=== w_input_conditioner_flat ===
==> src/rtl/w_input_conditioner_pkg.sv <==
// Shared definitions for the switch/button input conditioner.
// Contents:
//   filt_state_e  debounce filter state encoding (STABLE0, PEND1, STABLE1, PEND0)
package w_input_conditioner_pkg;

  // Bit 1 of the encoding is the committed output level in every state.
  typedef enum logic [1:0] {
    ST_STABLE0 = 2'd0,
    ST_PEND1   = 2'd1,
    ST_STABLE1 = 2'd2,
    ST_PEND0   = 2'd3
  } filt_state_e;

endpackage

==> src/rtl/w_input_conditioner_if.sv <==
// Board-side signal bundle of the input conditioner.
// Signals:
//   sw_raw     raw asynchronous slide-switch level
//   btn_raw    raw asynchronous push-button level (1 = pressed)
//   w          debounced switch level
//   btn_level  debounced button level
//   step       one-cycle pulse per debounced button press
// Modports:
//   master  drives the raw levels, observes the conditioned outputs
//   slave   the conditioner itself
interface w_input_conditioner_if;

  logic sw_raw;
  logic btn_raw;
  logic w;
  logic btn_level;
  logic step;

  modport master (
    output sw_raw,
    output btn_raw,
    input  w,
    input  btn_level,
    input  step
  );

  modport slave (
    input  sw_raw,
    input  btn_raw,
    output w,
    output btn_level,
    output step
  );

endinterface

==> src/rtl/w_input_conditioner_debounce_filter.sv <==
// Two-flop synchronizer followed by a debounce FSM with a run-length counter.
// The output only changes after DEBOUNCE_CYCLES consecutive synchronized samples
// at the opposite level; any bounce restarts the count.
// Ports:
//   clk      system clock, rising edge
//   reset    synchronous, active-low
//   din_raw  raw asynchronous input level
//   dout     debounced level (decoded from the state register)
//
// state      | meaning
// -----------+-----------------------------------------------
// ST_STABLE0 | output 0, input agrees
// ST_PEND1   | output 0, input has been 1 for cnt samples
// ST_STABLE1 | output 1, input agrees
// ST_PEND0   | output 1, input has been 0 for cnt samples
module w_input_conditioner_debounce_filter
  import w_input_conditioner_pkg::*;
#(
  parameter int DEBOUNCE_CYCLES = 16
) (
  input  logic clk,
  input  logic reset,
  input  logic din_raw,
  output logic dout
);

  localparam int CNT_W = $clog2(DEBOUNCE_CYCLES + 1);
  localparam logic [CNT_W-1:0] CNT_LAST = CNT_W'(DEBOUNCE_CYCLES - 1);
  localparam logic [CNT_W-1:0] CNT_ONE  = CNT_W'(1);
  localparam bit SKIP_PEND = (DEBOUNCE_CYCLES == 1);

  logic             s1;
  logic             s2;
  filt_state_e      state;
  filt_state_e      state_nxt;
  logic [CNT_W-1:0] cnt;
  logic [CNT_W-1:0] cnt_nxt;

  always_ff @(posedge clk) begin
    if (!reset) begin
      s1    <= 1'b0;
      s2    <= 1'b0;
      state <= ST_STABLE0;
      cnt   <= '0;
    end else begin
      s1    <= din_raw;
      s2    <= s1;
      state <= state_nxt;
      cnt   <= cnt_nxt;
    end
  end

  // The first differing sample already counts as 1, so a commit happens on
  // the DEBOUNCE_CYCLES-th consecutive sample; a single-sample filter skips PEND.
  always_comb begin
    state_nxt = state;
    cnt_nxt   = '0;
    case (state)
      ST_STABLE0: begin
        if (s2) begin
          if (SKIP_PEND) begin
            state_nxt = ST_STABLE1;
          end else begin
            state_nxt = ST_PEND1;
            cnt_nxt   = CNT_ONE;
          end
        end
      end
      ST_PEND1: begin
        if (!s2) begin
          state_nxt = ST_STABLE0;
        end else if (cnt == CNT_LAST) begin
          state_nxt = ST_STABLE1;
        end else begin
          cnt_nxt = cnt + 1'b1;
        end
      end
      ST_STABLE1: begin
        if (!s2) begin
          if (SKIP_PEND) begin
            state_nxt = ST_STABLE0;
          end else begin
            state_nxt = ST_PEND0;
            cnt_nxt   = CNT_ONE;
          end
        end
      end
      ST_PEND0: begin
        if (s2) begin
          state_nxt = ST_STABLE1;
        end else if (cnt == CNT_LAST) begin
          state_nxt = ST_STABLE0;
        end else begin
          cnt_nxt = cnt + 1'b1;
        end
      end
      default: begin
        state_nxt = ST_STABLE0;
      end
    endcase
  end

  // Pure decode of the state register, so the level is glitch-free.
  always_comb begin
    dout = (state == ST_STABLE1) || (state == ST_PEND0);
  end

endmodule

==> src/rtl/w_input_conditioner.sv <==
// Board-input front end for the sequence-detector FSM: debounces the slide
// switch into w and the push button into btn_level plus a one-cycle step pulse.
// Ports:
//   clk    system clock, rising edge
//   reset  synchronous, active-low
//   io     slave side of w_input_conditioner_if (raw inputs in, clean levels out)
module w_input_conditioner #(
  parameter int DEBOUNCE_CYCLES = 16
) (
  input  logic                  clk,
  input  logic                  reset,
  w_input_conditioner_if.slave  io
);

  logic w_lvl;
  logic btn_lvl;
  logic btn_lvl_d;
  logic step_q;

  w_input_conditioner_debounce_filter #(
    .DEBOUNCE_CYCLES (DEBOUNCE_CYCLES)
  ) u_sw_filter (
    .clk     (clk),
    .reset   (reset),
    .din_raw (io.sw_raw),
    .dout    (w_lvl)
  );

  w_input_conditioner_debounce_filter #(
    .DEBOUNCE_CYCLES (DEBOUNCE_CYCLES)
  ) u_btn_filter (
    .clk     (clk),
    .reset   (reset),
    .din_raw (io.btn_raw),
    .dout    (btn_lvl)
  );

  // Rising-edge detect on the debounced level; release never pulses.
  always_ff @(posedge clk) begin
    if (!reset) begin
      btn_lvl_d <= 1'b0;
      step_q    <= 1'b0;
    end else begin
      btn_lvl_d <= btn_lvl;
      step_q    <= btn_lvl & ~btn_lvl_d;
    end
  end

  assign io.w         = w_lvl;
  assign io.btn_level = btn_lvl;
  assign io.step      = step_q;

endmodule
==> src/flat_wrapper.sv <==
// flat-port wrapper written by rule: the top's interface ports become plain ports
module w_input_conditioner_flat 
#(
  parameter int DEBOUNCE_CYCLES = 16
)
  (clk, reset, io_sw_raw, io_btn_raw, io_w, io_btn_level, io_step);
  w_input_conditioner_if io_i ();
  input  logic clk;
  input  logic reset;
  input wire logic [$bits(io_i.sw_raw)-1:0] io_sw_raw;
  input wire logic [$bits(io_i.btn_raw)-1:0] io_btn_raw;
  output wire logic [$bits(io_i.w)-1:0] io_w;
  output wire logic [$bits(io_i.btn_level)-1:0] io_btn_level;
  output wire logic [$bits(io_i.step)-1:0] io_step;
  assign io_i.sw_raw = io_sw_raw;
  assign io_i.btn_raw = io_btn_raw;
  assign io_w = io_i.w;
  assign io_btn_level = io_i.btn_level;
  assign io_step = io_i.step;
  w_input_conditioner #(.DEBOUNCE_CYCLES(DEBOUNCE_CYCLES)) u_core (.clk(clk), .reset(reset), .io(io_i));
endmodule
==> config.mk <==
export PLATFORM = sky130hd
export DESIGN_NAME = w_input_conditioner_flat
export DESIGN_NICKNAME = d
export VERILOG_FILES = /design/src/rtl/w_input_conditioner_pkg.sv /design/src/rtl/w_input_conditioner_if.sv /design/src/rtl/w_input_conditioner_debounce_filter.sv /design/src/rtl/w_input_conditioner.sv /design/src/flat_wrapper.sv
export SDC_FILE = /design/constraint.sdc
export NUM_CORES = 1
export LEC_CHECK = 0
export ABC_CLOCK_PERIOD_IN_PS = 2300
export CAP_MARGIN = 40
export CORE_AREA = 2 2 39 41
export CTS_CLUSTER_DIAMETER = 200
export DETAILED_ROUTE_END_ITERATION = 16
export DIE_AREA = 0 0 41 43
export PLACE_DENSITY = 0.75
export SYNTH_ARGS = -nofsm -noshare
export SYNTH_HDL_FRONTEND = slang
export SYNTH_SLANG_ARGS = --single-unit
==> constraint.sdc <==
create_clock -name clk -period 2.3 [get_ports clk]
set_input_delay 0.345 -clock clk [delete_from_list [all_inputs] [get_ports clk]]
set_output_delay 0.345 -clock clk [all_outputs]
set_load 0.01 [all_outputs]
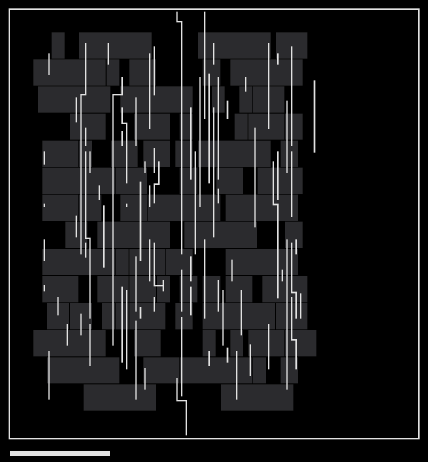
*Met2 routing, w_input_conditioner_flat*
The bar under the picture is 10 um long.
share of all routed wire	49%
main direction	vertical
longest straight run	25.1 um
nets with wire on the layer	73
wire length on this layer	465 um
Vias: 444
wirelength, routed: 940 um
met2 Usage GRT: 20.3%

==> Slide: Implementation Results <==
Synthesis and Place & Route Summary

Floorplan
  • Cell Rows: 14
  • Fp util: approximately half
  • Die Width: between 40 and 50 um

Synthesis
  • Post-Syn Area: approximately 710 sq um
  • AO/OA Area Share: around 1.4%
  • Yosys stat cell total: 69
  • Synthesized-area fraction occupied by and/or/nand/nor cells: 25.1%
  • Synthesis area per yosys: 712 sq um

Clock network
  • Post_cts resized: 0
  • Max Root-Sink Buffers: 2

Power and ir drop
  • Combinational power: between 10 and 15 uW
  • Seq power: roughly 350 uW

Layout
  • Final cell utilization of the core: about 57%
  • Nets@finish: between 80 and 90
  • Most instantiated logic cell after routing: dfxtp_1

Run status
  • Status: complete, no violations

Route
  • Initial DRC count: 3

Critical path
  • CP max stage cell: clkdlybuf4s50_1
  • Crit Path Class: reg -> out

Final timing
  • Setup TNS: 0 ps
  • Unrepaired setup endpoints after global routing: false
  • Period utilization: 68.6%
  • Final Hold Viols: 0
  • Hold Slack: 387 ps
-- per-layer routing --
layer	wire length (um)	up-vias	part of all wire, %	GRT usage [%]
met5	0	-	0	0
met4	13	0	1.4	12.0
met3	20	2	2.1	1.57
met1	442	197	47	21.1
met2	464	4	49	20.3
li1	-	241	-	-
-- layout make-up --
cell class              instances  area share, %
clock buffers                   3           2.84
multi-input cells              45           36.1
inverters                       1          0.473
repair buffers                  6           7.57
flip-flops and latches         20           50.5
well taps                      16           2.52
-- kinds of logic after synthesis --
| family | after synthesis |
|---|---|
| AOI/OAI and AO/OA | 2 |
| and+or+nand+nor | 33 |
| muxes | 2 |
| buffers and inverters | 4 |
| DFF | 20 |
| adders and majority gates | 2 |
| xor gates and xnor gates | 6 |
-- synthesized netlist by cell type --
cell	instances	area [sq um]
and3_2	4	30.0
inv_1	1	3.75
nor2_1	5	18.8
ha_1	2	25.0
nor3_1	2	10.0
xnor2_1	2	17.5
dlygate4sd1_1	2	17.5
and2_1	4	25.0
xor2_1	4	35.0
mux2i_1	2	20.0
nand2_1	8	30.0
and4b_1	2	20.0
clkbuf_1	1	3.75
nor3b_1	2	15.0
o21ai_0	2	10.0
nand3_1	6	30.0
dfxtp_1	20	400

=== lcb_mem_arbiter ===
### The metal 1 layer, lcb_mem_arbiter

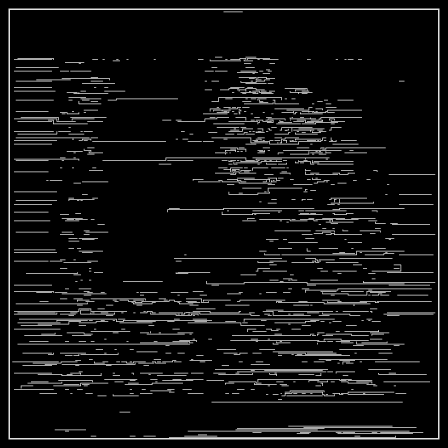
### Met2 routing, lcb_mem_arbiter

The bar under the picture is 20 um long.
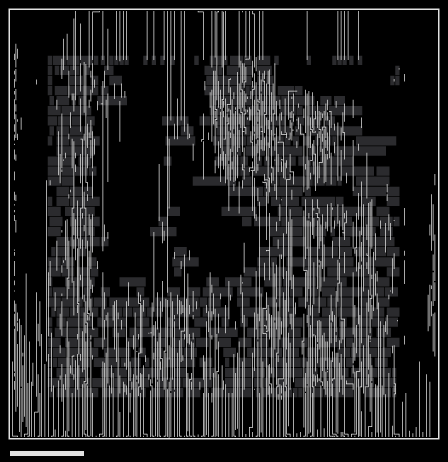
File: config.mk
export PLATFORM = sky130hd
export DESIGN_NAME = lcb_mem_arbiter
export DESIGN_NICKNAME = d
export VERILOG_FILES = /design/src/rtl/lcb_mem_arbiter.sv
export SDC_FILE = /design/constraint.sdc
export NUM_CORES = 1
export LEC_CHECK = 0
export CAP_MARGIN = 20
export CORE_MARGIN = 10
export CORE_UTILIZATION = 36
export DETAILED_ROUTE_END_ITERATION = 8
export PLACE_DENSITY = 0.95
export SLEW_MARGIN = 10
export SYNTH_ARGS = -nofsm -noshare
export SYNTH_HDL_FRONTEND = slang
export SYNTH_SLANG_ARGS = --single-unit
File: constraint.sdc
create_clock -name clk -period 2.25 [get_ports clk]
set_input_delay 0.225 -clock clk [delete_from_list [all_inputs] [get_ports clk]]
set_output_delay 0.225 -clock clk [all_outputs]
set_load 0.05 [all_outputs]
File: src/rtl/lcb_mem_arbiter.sv
// Round-robin req/grant arbiter for the shared ping-pong orbit-word memory port.
// Adds a hold timeout and owner-tagged read return. Optional grant counters: ARB_STATS_EN.
module lcb_mem_arbiter #(
  parameter int unsigned DW       = 12,
  parameter int unsigned AW       = 10,
  parameter int unsigned RD_LAT   = 2,
  parameter int unsigned HOLD_MAX = 255
) (
  input  logic            clk,
  input  logic            reset,
  input  logic [3:0]      req,
  output logic [3:0]      grant,
  input  logic [4*DW-1:0] wdata,
  input  logic [4*AW-1:0] waddr,
  input  logic [3:0]      wren,
  input  logic [4*AW-1:0] raddr,
  input  logic [3:0]      rden,
  output logic [DW-1:0]   commWrdOut,
  output logic [AW-1:0]   commWrdAddr,
  output logic            commWren,
  output logic [AW-1:0]   commOldWrdAddr,
  output logic            commOldRdEn,
  input  logic [DW-1:0]   commOldWrd,
  output logic [DW-1:0]   oldWrd,
  output logic [3:0]      rdValid,
  output logic            timeoutPulse,
  output logic [63:0]     grantCnt
);

  localparam int unsigned HW = $clog2(HOLD_MAX + 1);

  typedef enum logic [1:0] {
    IDLE    = 2'd0,
    GRANT   = 2'd1,
    RELEASE = 2'd2
  } state_t;

  state_t        state_q, state_d;
  logic [1:0]    ptr_q, ptr_d;
  logic [1:0]    owner_q, owner_d;
  logic [3:0]    grant_d;
  logic [HW-1:0] hold_q, hold_d;
  logic          timeout_d;
  logic          start_grant;

  logic          rr_found;
  logic [1:0]    rr_pick;
  logic [1:0]    rr_idx;

  logic [RD_LAT-1:0] pipe_vld;
  logic [1:0]        pipe_idx [RD_LAT];
  logic              pipe_busy;

  // First requester at or after ptr, wrapping mod 4.
  always_comb begin : rr_search
    rr_found = 1'b0;
    rr_pick  = ptr_q;
    rr_idx   = ptr_q;
    for (int i = 0; i < 4; i++) begin
      rr_idx = ptr_q + 2'(i);
      if (!rr_found && req[rr_idx]) begin
        rr_found = 1'b1;
        rr_pick  = rr_idx;
      end
    end
  end

  // Entries still in flight after this edge; the last stage leaves on this edge.
  always_comb begin : pipe_drain
    pipe_busy = 1'b0;
    for (int i = 0; i < int'(RD_LAT) - 1; i++) begin
      pipe_busy = pipe_busy | pipe_vld[i];
    end
  end

  always_comb begin : fsm_next
    state_d     = state_q;
    ptr_d       = ptr_q;
    owner_d     = owner_q;
    grant_d     = grant;
    hold_d      = hold_q;
    timeout_d   = 1'b0;
    start_grant = 1'b0;
    unique case (state_q)
      IDLE: begin
        if (rr_found) begin
          state_d     = GRANT;
          owner_d     = rr_pick;
          grant_d     = 4'(4'b0001 << rr_pick);
          hold_d      = '0;
          start_grant = 1'b1;
        end
      end
      GRANT: begin
        hold_d = (hold_q == HW'(HOLD_MAX)) ? hold_q : hold_q + HW'(1);
        // A dropped req wins over a coincident timeout: normal release, no pulse.
        if (!req[owner_q]) begin
          state_d = RELEASE;
          grant_d = '0;
          ptr_d   = owner_q + 2'd1;
        end else if (hold_q == HW'(HOLD_MAX - 1)) begin
          state_d   = RELEASE;
          grant_d   = '0;
          ptr_d     = owner_q + 2'd1;
          timeout_d = 1'b1;
        end
      end
      RELEASE: begin
        if (!pipe_busy) state_d = IDLE;
      end
      default: state_d = IDLE;
    endcase
  end

  always_ff @(posedge clk or negedge reset) begin : fsm_reg
    if (!reset) begin
      state_q      <= IDLE;
      ptr_q        <= '0;
      owner_q      <= '0;
      grant        <= '0;
      hold_q       <= '0;
      timeoutPulse <= 1'b0;
    end else begin
      state_q      <= state_d;
      ptr_q        <= ptr_d;
      owner_q      <= owner_d;
      grant        <= grant_d;
      hold_q       <= hold_d;
      timeoutPulse <= timeout_d;
    end
  end

  // Owner's port reaches memory combinationally; everything is zero outside GRANT.
  always_comb begin : comm_mux
    commWrdOut     = '0;
    commWrdAddr    = '0;
    commWren       = 1'b0;
    commOldWrdAddr = '0;
    commOldRdEn    = 1'b0;
    if (state_q == GRANT) begin
      commWrdOut     = wdata[32'(owner_q) * DW +: DW];
      commWrdAddr    = waddr[32'(owner_q) * AW +: AW];
      commWren       = wren[owner_q];
      commOldWrdAddr = raddr[32'(owner_q) * AW +: AW];
      commOldRdEn    = rden[owner_q];
    end
  end

  always_ff @(posedge clk or negedge reset) begin : rd_pipe
    if (!reset) begin
      pipe_vld <= '0;
      for (int i = 0; i < int'(RD_LAT); i++) pipe_idx[i] <= '0;
    end else begin
      pipe_vld[0] <= commOldRdEn;
      pipe_idx[0] <= owner_q;
      for (int i = 1; i < int'(RD_LAT); i++) begin
        pipe_vld[i] <= pipe_vld[i-1];
        pipe_idx[i] <= pipe_idx[i-1];
      end
    end
  end

  // Tagged read return; oldWrd holds between returns.
  always_ff @(posedge clk or negedge reset) begin : rd_out
    if (!reset) begin
      rdValid <= '0;
      oldWrd  <= '0;
    end else begin
      rdValid <= pipe_vld[RD_LAT-1] ? 4'(4'b0001 << pipe_idx[RD_LAT-1]) : 4'b0000;
      if (pipe_vld[RD_LAT-1]) oldWrd <= commOldWrd;
    end
  end

`ifdef ARB_STATS_EN
  logic [15:0] cnt_q [4];

  always_ff @(posedge clk or negedge reset) begin : stats
    if (!reset) begin
      for (int i = 0; i < 4; i++) cnt_q[i] <= '0;
    end else if (start_grant && (cnt_q[rr_pick] != 16'hFFFF)) begin
      cnt_q[rr_pick] <= cnt_q[rr_pick] + 16'd1;
    end
  end

  assign grantCnt = {cnt_q[3], cnt_q[2], cnt_q[1], cnt_q[0]};
`else
  logic stats_unused;
  assign stats_unused = start_grant;
  assign grantCnt     = '0;
`endif

endmodule

==> Slide: Implementation Results <==
Synthesis and Place & Route Summary

Floorplan
  • Fp util: a little under two fifths

Synthesis
  • Mux area share: between 20 and 30%
  • Synthesis area per yosys: between 3000 and 4000 sq um
  • Flip-flops with a built-in enable: 0
  • Adder Share, Synth: less than 1%

Layout
  • Antenna fix cells: 0
  • Share of cells above drive strength 1: 20.6%
  • Fillers: between 600 and 700

Placement
  • Detailed placement HPWL: about 12,000 um

Global route
  • Top Usage Layer GRT: met2
  • GRT Total Usage: between 10% and 20%

Power and ir drop
  • Power Dens Cells: roughly 1400 nW/um^2

Final timing
  • F_max: about 0.47 GHz
  • Final worst slack: between 100 and 150 ps
  • Setup TNS: 0 ps

Job
  • Tool warnings: 27

Run status
  • Status: complete, no violations

Critical path
  • Reg2reg path depth: 5
## Picture notes: 'The metal 1 layer' of lcb_mem_arbiter
wire length on this layer	4,660 um
nets with wire on the layer	564
longest straight run	61.2 um
share of all routed wire	34%
main direction	horizontal
wirelength, routed: 13,800 um
Vias: 3,001
met1 Usage GRT: 19.8%

## Picture notes: 'Met2 routing' of lcb_mem_arbiter
nets with wire on the layer	607
wire length on this layer	7,710 um
share of all routed wire	56%
met2 Usage GRT: 39.1%

-- cells in the mapped netlist, drive strengths merged, types with 2 or more instances --
library cell	number
xor2	2
nor4	2
dfrtp	41
o22ai	2
xnor2	3
and2	36
or3	2
o21ai	9
inv	2
mux4	35
a21oi	6
nor2b	5
ha	2
nor2	6
and3	2
nand2b	3
mux2	12
o211ai	2
buf	73
nand2	11
nor3	4
nand3	5
nand4	3
a32o	2
clkbuf	6
-- sequential cells by signal (all words and copies together) (netlist names) --
register / count
grant: 4
ptr_q: 2
pipe_vld: 2
timeoutPulse: 1
oldWrd: 12
pipe_idx: 4
hold_q: 8
rdValid: 4
owner_q: 2
state_q: 2
-- power breakdown --
part           switching [mW]  internal (mW)
Clock                   0.249          0.329
Sequential              0.251           1.02
Combinational            3.24           2.29
Total                    3.74           3.64
-- critical path: stages, from the launching register on --
cell	delay, ps
dfrtp_2	390
buf_4	280
mux4_2	550
and2_1	170
buf_4	190
-- final cells by class --
cell class,instances,share of cell area (%)
clock buffer,6,1.34
clock inverter,2,0.645
inverter,2,0.138
multi-input combinational,230,35.3
sequential,41,18.9
tap,108,2.49
timing repair buffer,214,41.2

=== sm4_key_sched_ctrl ===
===== config.mk =====
export PLATFORM = sky130hd
export DESIGN_NAME = sm4_key_sched_ctrl
export DESIGN_NICKNAME = d
export VERILOG_FILES = /design/src/rtl/sm4_pkg.sv /design/src/rtl/sm4_ck_gen.sv /design/src/rtl/sm4_key_sched_ctrl.sv
export SDC_FILE = /design/constraint.sdc
export NUM_CORES = 1
export LEC_CHECK = 0
export CAP_MARGIN = 15
export CORE_AREA = 2 2 65 92
export DETAILED_ROUTE_END_ITERATION = 8
export DIE_AREA = 0 0 67 94
export SLEW_MARGIN = 20
export SYNTH_ARGS = -nofsm -noshare
export SYNTH_HDL_FRONTEND = slang
export SYNTH_SLANG_ARGS = --single-unit

===== constraint.sdc =====
create_clock -name clk -period 5.66 [get_ports clk]
set_clock_uncertainty 0.15 [all_clocks]
set_input_delay 1.132 -clock clk [delete_from_list [all_inputs] [get_ports clk]]
set_output_delay 1.132 -clock clk [all_outputs]
set_load 0.005 [all_outputs]

===== src/rtl/sm4_pkg.sv =====
// Shared definitions for the SM4 key-schedule controller: FSM states,
// key-register mode encodings, FK constants and the CK byte step.
package sm4_pkg;

    // Controller states
    typedef enum logic [1:0] {
        StIdle  = 2'd0,
        StLoad  = 2'd1,
        StRound = 2'd2,
        StDone  = 2'd3
    } sm4_state_e;

    // Key-register mode encodings driven on ctrl_k
    localparam logic [1:0] CtrlKLoad = 2'd0;  // load / idle
    localparam logic [1:0] CtrlKLo   = 2'd1;  // bits 0-12
    localparam logic [1:0] CtrlKMid  = 2'd3;  // bits 13-22
    localparam logic [1:0] CtrlKHi   = 2'd2;  // bits 23-31

    // Last bit index of each ctrl_k band
    localparam logic [4:0] LoBandLast  = 5'd12;
    localparam logic [4:0] MidBandLast = 5'd22;

    // Family key constants FK0..FK3
    localparam logic [31:0] Fk0 = 32'hA3B1_BAC6;
    localparam logic [31:0] Fk1 = 32'h56AA_3350;
    localparam logic [31:0] Fk2 = 32'h677D_9197;
    localparam logic [31:0] Fk3 = 32'hB270_22DC;

    // CK byte j of round r is ((4r + j) * CkStep) mod 256
    localparam int unsigned CkStep = 7;

    // Last counter values
    localparam logic [4:0] LastBit   = 5'd31;
    localparam logic [4:0] LastRound = 5'd31;
    localparam logic [1:0] LastWord  = 2'd3;

    // Select the FK word for user-key word w
    function automatic logic [31:0] fk_word(input logic [1:0] w);
        logic [31:0] word;
        unique case (w)
            2'd0: word = Fk0;
            2'd1: word = Fk1;
            2'd2: word = Fk2;
            2'd3: word = Fk3;
        endcase
        return word;
    endfunction

    // Key-register mode for a given bit position within a round
    function automatic logic [1:0] ctrl_k_for_bit(input logic [4:0] b);
        logic [1:0] mode;
        if (b <= LoBandLast) begin
            mode = CtrlKLo;
        end else if (b <= MidBandLast) begin
            mode = CtrlKMid;
        end else begin
            mode = CtrlKHi;
        end
        return mode;
    endfunction

endpackage


===== src/rtl/sm4_ck_gen.sv =====
// Serial CK constant generator: returns bit (31 - bit_idx) of CK[round_idx].
// Bytes are formed arithmetically, so no per-round table is stored.
module sm4_ck_gen
    import sm4_pkg::*;
(
    input  logic [4:0] round_idx,
    input  logic [4:0] bit_idx,
    output logic       ck
);

    logic [6:0] byte_sel;
    logic [9:0] prod;
    logic [7:0] ck_byte;

    // Byte index 4r+j with j = bit_idx[4:3] (MSB byte first), then pick the bit MSB-first
    always_comb begin
        byte_sel = {round_idx, bit_idx[4:3]};
        prod     = {3'b000, byte_sel} * 10'(CkStep);
        ck_byte  = prod[7:0];
        ck       = ck_byte[~bit_idx[2:0]];
    end

endmodule


===== src/rtl/sm4_key_sched_ctrl.sv =====
// SM4 key-schedule sequencer. Streams the 128-bit user key in (LOAD), then
// walks 32 rounds x 32 bits (ROUND), emitting serial FK/CK constant bits and
// the key-register mode. All outputs come straight from flops.
// Optional build macro SM4_ABORT_EN adds an abort input that cancels a run.
module sm4_key_sched_ctrl
    import sm4_pkg::*;
(
    input  logic       clk,
    input  logic       rst_n,
    input  logic       start,
`ifdef SM4_ABORT_EN
    input  logic       abort,
`endif
    output logic       key_req,
    output logic       fk,
    output logic       ck,
    output logic [1:0] ctrl_k,
    output logic [4:0] round_idx,
    output logic [4:0] bit_idx,
    output logic       busy,
    output logic       done
);

    sm4_state_e state_q, state_d;
    logic [1:0] word_q, word_d;
    logic [4:0] round_q, round_d;
    logic [4:0] bit_q, bit_d;

    logic       key_req_q, key_req_d;
    logic       fk_q, fk_d;
    logic       ck_q, ck_d;
    logic [1:0] ctrl_k_q, ctrl_k_d;
    logic [4:0] round_idx_q, round_idx_d;
    logic [4:0] bit_idx_q, bit_idx_d;
    logic       busy_q, busy_d;
    logic       done_q, done_d;

    logic        ck_next;
    logic [31:0] fk_sel;

    // CK bit for the position the counters move to on the next edge
    sm4_ck_gen u_ck_gen (
        .round_idx (round_d),
        .bit_idx   (bit_d),
        .ck        (ck_next)
    );

    // Next state and counters
    always_comb begin
        state_d = state_q;
        word_d  = word_q;
        round_d = round_q;
        bit_d   = bit_q;

        case (state_q)
            StIdle: begin
                word_d  = 2'd0;
                round_d = 5'd0;
                bit_d   = 5'd0;
                if (start) begin
                    state_d = StLoad;
                end
            end

            StLoad: begin
`ifdef SM4_ABORT_EN
                if (abort) begin
                    state_d = StIdle;
                    word_d  = 2'd0;
                    round_d = 5'd0;
                    bit_d   = 5'd0;
                end else
`endif
                begin
                    bit_d = bit_q + 5'd1;
                    if (bit_q == LastBit) begin
                        bit_d = 5'd0;
                        if (word_q == LastWord) begin
                            state_d = StRound;
                            word_d  = 2'd0;
                            round_d = 5'd0;
                        end else begin
                            word_d = word_q + 2'd1;
                        end
                    end
                end
            end

            StRound: begin
`ifdef SM4_ABORT_EN
                if (abort) begin
                    state_d = StIdle;
                    word_d  = 2'd0;
                    round_d = 5'd0;
                    bit_d   = 5'd0;
                end else
`endif
                begin
                    bit_d = bit_q + 5'd1;
                    if (bit_q == LastBit) begin
                        bit_d = 5'd0;
                        if (round_q == LastRound) begin
                            state_d = StDone;
                            round_d = 5'd0;
                        end else begin
                            round_d = round_q + 5'd1;
                        end
                    end
                end
            end

            StDone: begin
                // start is not sampled here, so it cannot queue a new run
                state_d = StIdle;
                word_d  = 2'd0;
                round_d = 5'd0;
                bit_d   = 5'd0;
            end

            default: begin
                state_d = StIdle;
                word_d  = 2'd0;
                round_d = 5'd0;
                bit_d   = 5'd0;
            end
        endcase
    end

    // Output values for the next cycle, decoded from the next state so they can be registered
    always_comb begin
        key_req_d   = 1'b0;
        fk_d        = 1'b0;
        ck_d        = 1'b0;
        ctrl_k_d    = CtrlKLoad;
        round_idx_d = 5'd0;
        bit_idx_d   = 5'd0;
        busy_d      = 1'b0;
        done_d      = 1'b0;
        fk_sel      = fk_word(word_d);

        case (state_d)
            StLoad: begin
                key_req_d = 1'b1;
                busy_d    = 1'b1;
                fk_d      = fk_sel[~bit_d];
                bit_idx_d = bit_d;
            end
            StRound: begin
                busy_d      = 1'b1;
                ctrl_k_d    = ctrl_k_for_bit(bit_d);
                ck_d        = ck_next;
                round_idx_d = round_d;
                bit_idx_d   = bit_d;
            end
            StDone: begin
                done_d = 1'b1;
            end
            default: begin
            end
        endcase
    end

    // State, counters and output registers with synchronous active-low reset
    always_ff @(posedge clk) begin
        if (!rst_n) begin
            state_q     <= StIdle;
            word_q      <= 2'd0;
            round_q     <= 5'd0;
            bit_q       <= 5'd0;
            key_req_q   <= 1'b0;
            fk_q        <= 1'b0;
            ck_q        <= 1'b0;
            ctrl_k_q    <= CtrlKLoad;
            round_idx_q <= 5'd0;
            bit_idx_q   <= 5'd0;
            busy_q      <= 1'b0;
            done_q      <= 1'b0;
        end else begin
            state_q     <= state_d;
            word_q      <= word_d;
            round_q     <= round_d;
            bit_q       <= bit_d;
            key_req_q   <= key_req_d;
            fk_q        <= fk_d;
            ck_q        <= ck_d;
            ctrl_k_q    <= ctrl_k_d;
            round_idx_q <= round_idx_d;
            bit_idx_q   <= bit_idx_d;
            busy_q      <= busy_d;
            done_q      <= done_d;
        end
    end

    assign key_req   = key_req_q;
    assign fk        = fk_q;
    assign ck        = ck_q;
    assign ctrl_k    = ctrl_k_q;
    assign round_idx = round_idx_q;
    assign bit_idx   = bit_idx_q;
    assign busy      = busy_q;
    assign done      = done_q;

endmodule


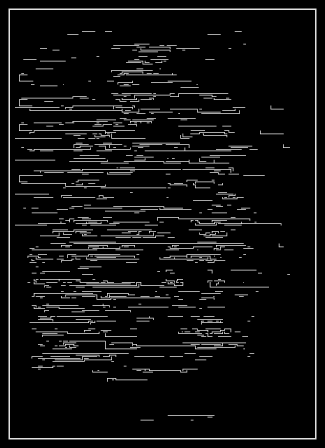
*The metal 1 layer, sm4_key_sched_ctrl*
longest straight run	37.3 um
main direction	horizontal
share of all routed wire	45%
nets with wire on the layer	269
wire length on this layer	2,110 um

==> Slide: Implementation Results <==
Synthesis and Place & Route Summary

Run status
  • Status: complete, no violations

Clock network
  • Root Driver: clkbuf_8
  • Post_cts resized: 0
  • TritonCTS clock tree: done
  • Worst-path clk slew: 70 ps
  • Setup bufs post-CTS: 0

Critical path
  • Startpoint types: flip-flop
  • CP required: 5670 ps

Power and ir drop
  • Maximum VDD drop: between 0.00015 and 0.0002 V
  • Clock Power Share: between 40% and 50%
  • Sw Ratio: a little under a quarter
  • Combinational Power Share: a little over a tenth
  • Clock Power: around 230 uW
  • Switching power: around 120 uW

Synthesis
  • Synthesis area per yosys: ~2100 sq um
  • Sequential-to-total area share from yosys stat: roughly 30%
  • Post-synth ARST share: 0%
  • Yosys stat cell total: roughly 250
  • Most frequent cell after synthesis: nor2_1
  • Syn nets: approximately 290

Floorplan
  • Cell Rows: 32

Final timing
  • Setup TNS: 0 ps

Route
  • Initial DRC count: between 80 and 90

Layout
  • Final cell utilization of the core: about 45%
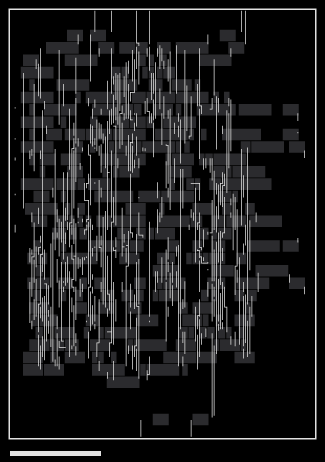
*Met2 routing, sm4_key_sched_ctrl*
The bar under the picture is 20 um long.
longest straight run	35.0 um
nets with wire on the layer	242
wire length on this layer	2,390 um
main direction	vertical
share of all routed wire	51%
met2 Usage GRT: 30.3%
wirelength, routed: 4720 um

-- cells by family after synthesis --
group | synth area share [%]
simple gates | 20.7
compound gates | 18.5
fa+ha+maj | 23.2
buf+inv | 6.56
flops | 29.3
xor+xnor | 1.24
mux | 0.473
-- area by class of cell --
type / count / area, sq um / area share [%]
tap: 68 / 85.1 / 3.45
clock buffer: 6 / 82.6 / 3.35
clock inverter: 2 / 35.0 / 1.42
sequential: 31 / 621 / 25.2
timing repair buffer: 20 / 198 / 8.02
inverter: 23 / 86.3 / 3.50
multi-input combinational: 185 / 1360 / 55.1
-- per-stage QoR --
| step | total power [mW] | instances |
|---|---|---|
| 6_report | 0.505 | 335 |
| 5_1_grt | 0.532 | 335 |
| 4_1_cts | 0.513 | 335 |
| 3_5_place_dp | 0.284 | 327 |
| 3_3_place_gp | 0.284 | 327 |
| 2_1_floorplan | 0.267 | 248 |
-- worst max-delay path: cells and delay by family, from the launching register on --
kind	cells	cell delay (ps)
AOI/OAI and AO/OA	5	1170
adders and majority gates	4	1360
buffers and inverters	1	190
DFF	1	490
and+or+nand+nor	7	1060


==> notes/layouts.md <==
Pictures saved along the way, in no particular order.

Zoomed window.
image #1
The bar under the picture is 5 um long. Region (19, 77) to (39, 97) um. Cells in grey, sequential cells in the stronger grey; small squares are vias.
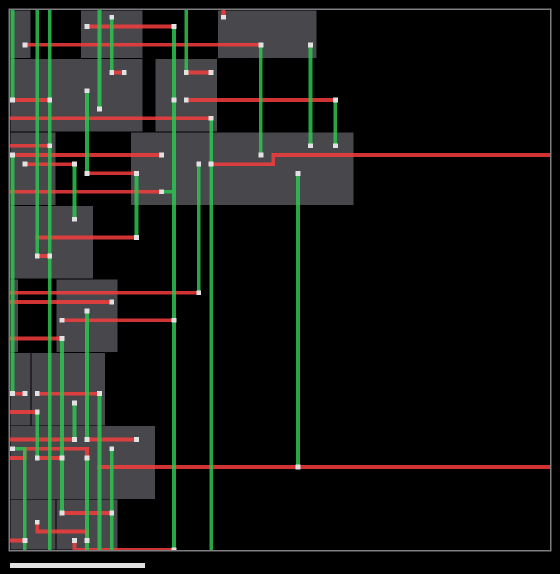
image #2
The bar under the picture is 5 um long. Region (0, 22) to (20, 42) um. Cells in grey, sequential cells in the stronger grey; small squares are vias.
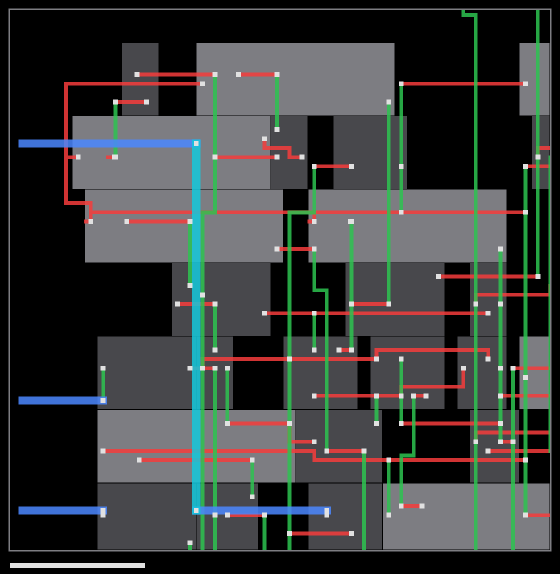
image #3
The bar under the picture is 5 um long. Region (7, 60) to (27, 80) um. Cells in grey, sequential cells in the stronger grey; small squares are vias.
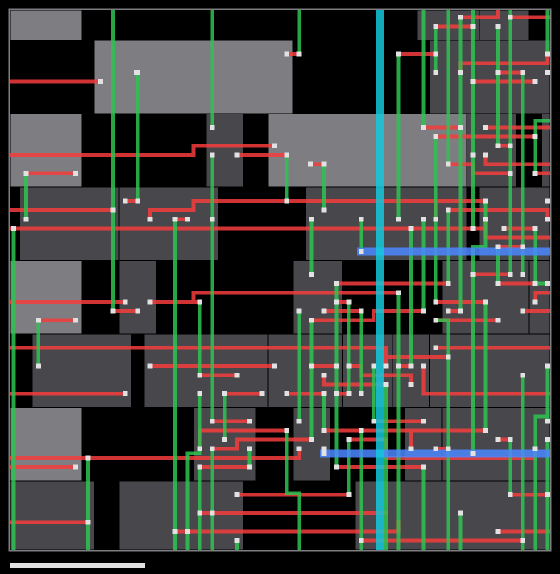
w_input_conditioner_flat -> image #2
sm4_key_sched_ctrl -> image #3
lcb_mem_arbiter -> image #1
- largest die: image #1

Power and IR drop assume default switching activity.
